######## block 1 ########
[src/rtl/regfile_dump.sv]
// Read-side dump sequencer: walks every register-file address through one async SRAM read port
// and streams the words out on a valid/ready channel. Define REGFILE_DUMP_CHECKSUM_EN for an XOR checksum tail beat.
module regfile_dump #(
    parameter int BUS_SIZE          = 32,
    parameter int DIR_SIZE_INTERNAL = 5,
    parameter int MEM_SIZE          = 32
) (
    input  logic                         clk,
    input  logic                         resetN,
    input  logic                         start,
    output logic [DIR_SIZE_INTERNAL-1:0] dirRead,
    input  logic [BUS_SIZE-1:0]          readData,
    output logic [BUS_SIZE-1:0]          outData,
    output logic                         outValid,
    input  logic                         outReady,
    output logic                         outLast,
    output logic                         busy,
    output logic                         done,
    output logic [2:0]                   dbgState
);

    // Stream handshake: a beat transfers on a rising edge where outValid && outReady;
    // outData/outLast stay frozen while outValid is high and the beat has not transferred.

`ifdef REGFILE_DUMP_CHECKSUM_EN
    typedef enum logic [2:0] {IDLE, LOAD, SEND, FIN, TAIL} state_t;
`else
    typedef enum logic [2:0] {IDLE, LOAD, SEND, FIN} state_t;
`endif

    localparam logic [DIR_SIZE_INTERNAL-1:0] LAST_IDX = DIR_SIZE_INTERNAL'(MEM_SIZE - 1);

    state_t                         state;
    logic [DIR_SIZE_INTERNAL-1:0]   index;
    logic                           lastWord;
`ifdef REGFILE_DUMP_CHECKSUM_EN
    logic [BUS_SIZE-1:0]            checksum;
`endif

    // The SRAM address comes straight from a register so it never glitches.
    assign dirRead  = index;
    assign lastWord = (index == LAST_IDX);
    assign dbgState = state;

    always_ff @(posedge clk or negedge resetN) begin
        if (!resetN) begin
            state    <= IDLE;
            index    <= '0;
            outData  <= '0;
            outValid <= 1'b0;
            outLast  <= 1'b0;
            busy     <= 1'b0;
            done     <= 1'b0;
`ifdef REGFILE_DUMP_CHECKSUM_EN
            checksum <= '0;
`endif
        end else begin
            done <= 1'b0;
            case (state)
                IDLE: begin
                    if (start) begin
                        index <= '0;
                        busy  <= 1'b1;
                        state <= LOAD;
`ifdef REGFILE_DUMP_CHECKSUM_EN
                        checksum <= '0;
`endif
                    end
                end
                LOAD: begin
                    outData  <= readData;
                    outValid <= 1'b1;
`ifdef REGFILE_DUMP_CHECKSUM_EN
                    outLast  <= 1'b0;
                    checksum <= checksum ^ readData;
`else
                    outLast  <= lastWord;
`endif
                    state    <= SEND;
                end
                SEND: begin
                    if (outValid && outReady) begin
                        outValid <= 1'b0;
                        outLast  <= 1'b0;
                        if (lastWord) begin
`ifdef REGFILE_DUMP_CHECKSUM_EN
                            // Checksum already holds the last word, folded in at its LOAD edge.
                            outData  <= checksum;
                            outValid <= 1'b1;
                            outLast  <= 1'b1;
                            state    <= TAIL;
`else
                            done  <= 1'b1;
                            busy  <= 1'b0;
                            state <= FIN;
`endif
                        end else begin
                            index <= index + 1'b1;
                            state <= LOAD;
                        end
                    end
                end
`ifdef REGFILE_DUMP_CHECKSUM_EN
                TAIL: begin
                    if (outValid && outReady) begin
                        outValid <= 1'b0;
                        outLast  <= 1'b0;
                        done     <= 1'b1;
                        busy     <= 1'b0;
                        state    <= FIN;
                    end
                end
`endif
                FIN: begin
                    // start is deliberately not looked at here.
                    index   <= '0;
                    outLast <= 1'b0;
                    state   <= IDLE;
                end
                default: state <= IDLE;
            endcase
        end
    end

endmodule

[config.mk]
export PLATFORM = sky130hd
export DESIGN_NAME = regfile_dump
export DESIGN_NICKNAME = d
export VERILOG_FILES = /design/src/rtl/regfile_dump.sv
export SDC_FILE = /design/constraint.sdc
export NUM_CORES = 1
export LEC_CHECK = 0
export CAP_MARGIN = 5
export CORE_MARGIN = 2
export CORE_UTILIZATION = 45
export DETAILED_ROUTE_END_ITERATION = 10
export PLACE_DENSITY = 0.91
export SETUP_SLACK_MARGIN = 0.5
export SLEW_MARGIN = 20
export SYNTH_ARGS = -nofsm -noshare
export SYNTH_HDL_FRONTEND = slang
export SYNTH_SLANG_ARGS = --single-unit
[constraint.sdc]
create_clock -name clk -period 6.11 [get_ports clk]
set_clock_uncertainty 0.2 [all_clocks]
set_input_delay 0.611 -clock clk [delete_from_list [all_inputs] [get_ports clk]]
set_output_delay 0.611 -clock clk [all_outputs]
set_load 0.1 [all_outputs]
**Block 1: M2 wires**

Drawn at 6 px/µm.
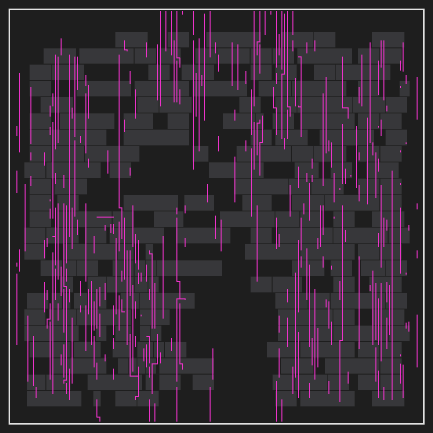
214 nets have wire on it. The layer holds 45% of the routed length. The wires run mostly vertical. The longest straight run is 38.1 µm.

**Block 1: signal wires on met3**

Drawn at 6 px/µm.
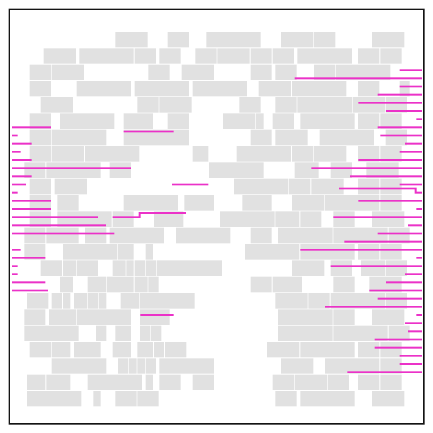
59 nets have wire on it. The wires run mostly horizontal.

==> flow_summary.json <==
{
  "placed_cells": 243,
  "cts_resized": 0,
  "min_path_type": "input pin to asynchronous set/reset pin",
  "syn_area_per_cell_um2": 15.78,
  "synth-warning-count": 0,
  "fin_crit_ps": 2871,
  "path_class": "flop to output port",
  "final-seq-area_um2": 1076,
  "top_register": "outData",
  "final_cell_mix": "77 x clkdlybuf4s50_1, 43 x dfrtp_1, 29 x mux2_4, 5 x clkbuf_8",
  "clk_pin_slew_worst_paths_ps": 80,
  "fmax_mhz": 348.3,
  "critPathMaxFanout": 9,
  "logic_gates": 69,
  "stdcell_count": 251,
  "nWellTaps": 50,
  "globalRoute.totalOverflow": 0,
  "ant_nets": 0,
  "most_common_cell": "dfrtp_1",
  "nClkBuffers": 6,
  "startpoint": "dbgState[1]$_DFFE_PN0P_",
  "fin_util_pct": 69.22,
  "cp-start-kind": "flop",
  "cts.sinks": 43,
  "ff2ff_path_depth": 3,
  "grt_max_degree": 44,
  "post-route-worst-setup-slack_ps": 3239,
  "hold_slack_ps": 253.2,
  "timing.rr.start": "dbgState[0]$_DFFE_PN0P_",
  "cap_viol_max_count": 0,
  "n_all_buffers": 79,
  "layout-drive-gt1-share_pct": 22.39,
  "synth-edff-count": 0,
  "flops": 43,
  "fa_ha_area_share_pct": 1.322,
  "comb_share_pct": 26.07,
  "met3_length_um": 440,
  "topCellsByArea": "dfrtp_1 57%, mux2_4 23%, buf_12 3.2%, mux2_2 2.4%, ha_1 1.3%",
  "coreArea_um2": 4029,
  "rsz0062_at_grt": "no",
  "numCtsBuffers": 5,
  "clock_path_buffers": 2,
  "use_met2_pct": 26.44,
  "insertion_delay_ps": 280,
  "slew_viol_final": 0,
  "post_dp_cell_area_um2": 2656,
  "largest_class": "sequential cells",
  "ys_area_um2": 1893,
  "drc": 0,
  "report.final.setup_viol": 0,
  "grt_pass1_wl_um": 5623,
  "r2r_slack_ps": 3960,
  "ys_sh_simple_pct": 5.750,
  "largest_reg_flops": 32,
  "wl_per_cell_um": 15.24,
  "endpoint_kind": "output port",
  "outcome": "completed",
  "top_cell_area_share_pct": 56.84,
  "nonClkBufAreaFrac_pct": 28.08,
  "nNonClkInverters": 2,
  "fp_util_pct": 46.99,
  "synthCells": 120,
  "busiest_layer": "met2"
}

######## block 2 ########
**Block 2: signal metal coverage by tile**

Drawn at 4 px/µm. 21 x 18 tiles, from dark blue (low) to red (high), scaled to the fullest tile. Values are wire area over tile area, all layers added.
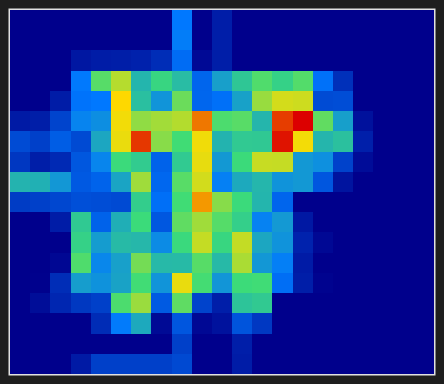
**Block 2: pin placement**

Drawn at 4 px/µm. Pins as bars across the die edge, other pins in grey.
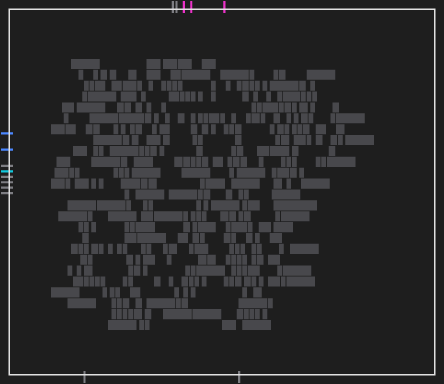
**Block 2: M2 wires**

Drawn at 4 px/µm.
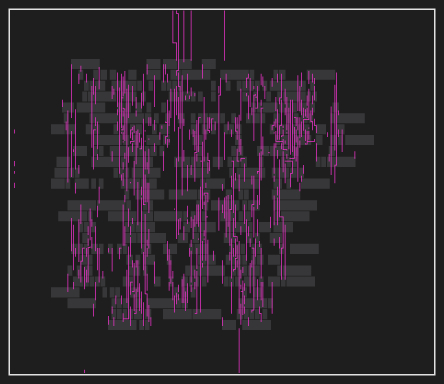
## src/rtl/wash_pkg.sv

```systemverilog
`default_nettype none
// ============================================================================
// Module : wash_pkg
// Brief  : Shared state encodings and program codes for the programmable
//          washing-machine controller.
// Rev    : 1.0  initial release
// ============================================================================
package wash_pkg;

  // Controller states; the encoding is visible on state_o.
  typedef enum logic [2:0] {
    ST_IDLE  = 3'd0,
    ST_FILL  = 3'd1,
    ST_WASH  = 3'd2,
    ST_RINSE = 3'd3,
    ST_SPIN  = 3'd4
  } state_t;

  // Program selector codes, latched when a coin is accepted.
  localparam logic [1:0] PROG_NORMAL = 2'b00;
  localparam logic [1:0] PROG_DOUBLE = 2'b01;
  localparam logic [1:0] PROG_QUICK  = 2'b10;
  localparam logic [1:0] PROG_XRINSE = 2'b11;

endpackage
`default_nettype wire

```

## src/rtl/wash_sec_tick.sv

```systemverilog
`default_nettype none
// ============================================================================
// Module : wash_sec_tick
// Brief  : One-second prescaler. Counts enabled cycles and pulses tick on the
//          last cycle of each CLK_HZ-cycle period. clr restarts the period.
// Rev    : 1.0  initial release
// ============================================================================
module wash_sec_tick #(
  parameter int CLK_HZ = 1_000_000
) (
  input  logic clk,
  input  logic rst,
  input  logic clr,
  input  logic en,
  output logic tick
);

  localparam int c_cw = $clog2(CLK_HZ);
  localparam logic [c_cw-1:0] c_last = c_cw'(CLK_HZ - 1);

  logic [c_cw-1:0] r_cnt;

  // Tick only on an enabled cycle so a frozen machine never advances time.
  assign tick = en && (r_cnt == c_last);

  // Prescaler count: cleared on reset or phase entry, holds when disabled.
  always_ff @(posedge clk) begin
    if (rst || clr) begin
      r_cnt <= '0;
    end else if (en) begin
      r_cnt <= (r_cnt == c_last) ? '0 : r_cnt + c_cw'(1);
    end
  end

endmodule
`default_nettype wire

```

## src/rtl/wash_ctrl_prog.sv

```systemverilog
`default_nettype none
// ============================================================================
// Module : wash_ctrl_prog
// Brief  : Coin-operated washing-machine controller with four programs,
//          door interlock, spin pause and per-phase actuator outputs.
// Rev    : 1.0  initial release
// ============================================================================
module wash_ctrl_prog
  import wash_pkg::*;
#(
  parameter int CLK_HZ  = 1_000_000,
  parameter int FILL_S  = 60,
  parameter int WASH_S  = 300,
  parameter int RINSE_S = 120,
  parameter int SPIN_S  = 60,
  parameter int TMR_W   = 10
) (
  input  logic       clk,
  input  logic       rst,
  input  logic       coin_in,
  input  logic [1:0] prog,
  input  logic       door_open,
  input  logic       timer_pause,
  output logic       wash_done,
  output logic       done_pulse,
  output logic       valve_on,
  output logic       agitate_on,
  output logic       spin_on,
  output logic [2:0] state_o
);

  // Timer load values are duration-1 so each phase lasts duration ticks.
  localparam int c_quick_s = ((WASH_S >> 1) < 1) ? 1 : (WASH_S >> 1);
  localparam logic [TMR_W-1:0] c_fill_ld  = TMR_W'(FILL_S - 1);
  localparam logic [TMR_W-1:0] c_wash_ld  = TMR_W'(WASH_S - 1);
  localparam logic [TMR_W-1:0] c_quick_ld = TMR_W'(c_quick_s - 1);
  localparam logic [TMR_W-1:0] c_rinse_ld = TMR_W'(RINSE_S - 1);
  localparam logic [TMR_W-1:0] c_spin_ld  = TMR_W'(SPIN_S - 1);

  state_t           r_state, w_state_n;
  logic [TMR_W-1:0] r_timer, w_timer_n;
  logic             r_pass, w_pass_n;
  logic             r_rinse, w_rinse_n;
  logic [1:0]       r_prog, w_prog_n;
  logic             r_door, r_pause;
  logic             r_done_pulse, w_done_n;
  logic             w_phase_start;
  logic             w_frozen;
  logic             w_tick;
  logic [TMR_W-1:0] w_wash_ld;

  // Door and pause are registered before use so no input reaches an output
  // combinationally; a freeze therefore takes effect one cycle after the pin.
  assign w_frozen  = r_door || ((r_state == ST_SPIN) && r_pause);
  assign w_wash_ld = (r_prog == PROG_QUICK) ? c_quick_ld : c_wash_ld;

  wash_sec_tick #(
    .CLK_HZ (CLK_HZ)
  ) u_sec_tick (
    .clk  (clk),
    .rst  (rst),
    .clr  (w_phase_start),
    .en   ((r_state != ST_IDLE) && !w_frozen),
    .tick (w_tick)
  );

  // Next-state, phase timer and program-sequence counters.
  always_comb begin
    w_state_n     = r_state;
    w_timer_n     = r_timer;
    w_pass_n      = r_pass;
    w_rinse_n     = r_rinse;
    w_prog_n      = r_prog;
    w_phase_start = 1'b0;
    w_done_n      = 1'b0;
    if (r_state == ST_IDLE) begin
      if (coin_in && !door_open) begin
        w_state_n     = ST_FILL;
        w_prog_n      = prog;
        w_pass_n      = 1'b0;
        w_rinse_n     = 1'b0;
        w_timer_n     = c_fill_ld;
        w_phase_start = 1'b1;
      end
    end else if (w_tick) begin
      if (r_timer != '0) begin
        w_timer_n = r_timer - TMR_W'(1);
      end else begin
        w_phase_start = 1'b1;
        case (r_state)
          ST_FILL: begin
            w_state_n = ST_WASH;
            w_timer_n = w_wash_ld;
          end
          ST_WASH: begin
            w_state_n = ST_RINSE;
            w_timer_n = c_rinse_ld;
          end
          ST_RINSE: begin
            if ((r_prog == PROG_DOUBLE) && !r_pass) begin
              w_state_n = ST_FILL;
              w_pass_n  = 1'b1;
              w_timer_n = c_fill_ld;
            end else if ((r_prog == PROG_XRINSE) && !r_rinse) begin
              w_state_n = ST_RINSE;
              w_rinse_n = 1'b1;
              w_timer_n = c_rinse_ld;
            end else begin
              w_state_n = ST_SPIN;
              w_timer_n = c_spin_ld;
            end
          end
          ST_SPIN: begin
            w_state_n     = ST_IDLE;
            w_timer_n     = '0;
            w_done_n      = 1'b1;
            w_phase_start = 1'b0;
          end
          default: begin
            w_state_n     = ST_IDLE;
            w_timer_n     = '0;
            w_phase_start = 1'b0;
          end
        endcase
      end
    end
  end

  // State and datapath registers; reset returns to IDLE without a done pulse.
  always_ff @(posedge clk) begin
    if (rst) begin
      r_state      <= ST_IDLE;
      r_timer      <= '0;
      r_pass       <= 1'b0;
      r_rinse      <= 1'b0;
      r_prog       <= PROG_NORMAL;
      r_door       <= 1'b0;
      r_pause      <= 1'b0;
      r_done_pulse <= 1'b0;
    end else begin
      r_state      <= w_state_n;
      r_timer      <= w_timer_n;
      r_pass       <= w_pass_n;
      r_rinse      <= w_rinse_n;
      r_prog       <= w_prog_n;
      r_door       <= door_open;
      r_pause      <= timer_pause;
      r_done_pulse <= w_done_n;
    end
  end

  assign wash_done  = (r_state == ST_IDLE);
  assign done_pulse = r_done_pulse;
  assign valve_on   = (r_state == ST_FILL) && !w_frozen;
  assign agitate_on = ((r_state == ST_WASH) || (r_state == ST_RINSE)) && !w_frozen;
  assign spin_on    = (r_state == ST_SPIN) && !w_frozen;
  assign state_o    = r_state;

endmodule
`default_nettype wire

```

## config.mk

```make
export PLATFORM = sky130hd
export DESIGN_NAME = wash_ctrl_prog
export DESIGN_NICKNAME = d
export VERILOG_FILES = /design/src/rtl/wash_pkg.sv /design/src/rtl/wash_sec_tick.sv /design/src/rtl/wash_ctrl_prog.sv
export SDC_FILE = /design/constraint.sdc
export NUM_CORES = 1
export LEC_CHECK = 0
export ABC_AREA = 1
export CAP_MARGIN = 20
export CORE_AREA = 10 10 96 81
export DETAILED_ROUTE_END_ITERATION = 12
export DIE_AREA = 0 0 106 91
export GPL_ROUTABILITY_DRIVEN = 1
export SLEW_MARGIN = 10
export SYNTH_ARGS = -nofsm -noshare
export SYNTH_HDL_FRONTEND = slang
export SYNTH_SLANG_ARGS = --single-unit
```

## constraint.sdc

```tcl
create_clock -name clk -period 2.2 [get_ports clk]
set_clock_uncertainty 0.15 [all_clocks]
set_input_delay 0.44 -clock clk [delete_from_list [all_inputs] [get_ports clk]]
set_output_delay 0.44 -clock clk [all_outputs]
set_load 0.03 [all_outputs]
```

==> flow_summary.json <==
{
  "max_stage_delay_ps": 380,
  "place.gp.congestion": 0.8013,
  "rows": 25,
  "port_buffers": 14,
  "top_register": "u_sec_tick.r_cnt",
  "post_drt_via_cell_ratio": 4.661,
  "critPathArrivalTime_ps": 1510,
  "synthCells": 348,
  "timing.final.crit_share_pct": 95.49,
  "clk-power_uw": 641,
  "worstHoldPathCells": 2,
  "nFillCells": 652,
  "wl_met2_um": 2101,
  "cts.sinks": 40,
  "holdBufCountCts": 0,
  "ys_sh_simple_pct": 40.61,
  "worst_r2r_endpoint": "state_o[0]$_SDFFE_PP0P_",
  "post_dp_cell_area_um2": 2506,
  "coreArea_um2": 5818,
  "cts_tree": "done",
  "r2r_slack_ps": 230,
  "area_growth_pct": 16.41,
  "nNonClkInverters": 46,
  "drc": 0,
  "wirelength_um": 5171,
  "grt_max_degree": 18,
  "dieArea_um2": 9646,
  "ir_drop_mv": 0.3233,
  "p_comb_share_pct": 28.4,
  "rsz0062_at_grt": "no",
  "fmax_mhz": 476.0,
  "ys_cells": 348,
  "synth-edff-count": 0,
  "nWellTaps": 81,
  "post-route-worst-setup-slack_ps": 99.25,
  "topCellsByArea": "dfxtp_1 35%, nand2_1 13%, nor2_1 11%, inv_1 7.3%, nand3_1 5.1%",
  "whs_endpoint": "r_rinse$_SDFFE_PP0P_",
  "highest_layer": "met4",
  "busiest_layer": "met1",
  "clk_share_pct": 4.604,
  "setup_tns_ps": 0,
  "outcome": "completed",
  "cp-endpoint": "agitate_on",
  "slew_headroom_pct": 65.88,
  "p_switching_uw": 684.9,
  "min_path_type": "flop to flop",
  "hold_viol": 0
}
About 'signal metal coverage by tile' of block 2:
The densest ninth of the die: middle. 46% of the tiles are nearly empty. 14% of the tiles are over half the peak. The fullest tile reaches 0.45.

About 'pin placement' of block 2:
`timer_pause`: marked cyan, pins 1, direction input, edge left. `state_o`: marked magenta, pins 3, direction output, edge top. `prog`: marked blue, pins 2, direction input, edge left.
All pins by edge: 8 left, 5 top, 2 bottom.

About 'M2 wires' of block 2:
The layer carries 2,100 µm of wire. 284 nets have wire on it. The wires run mostly vertical.


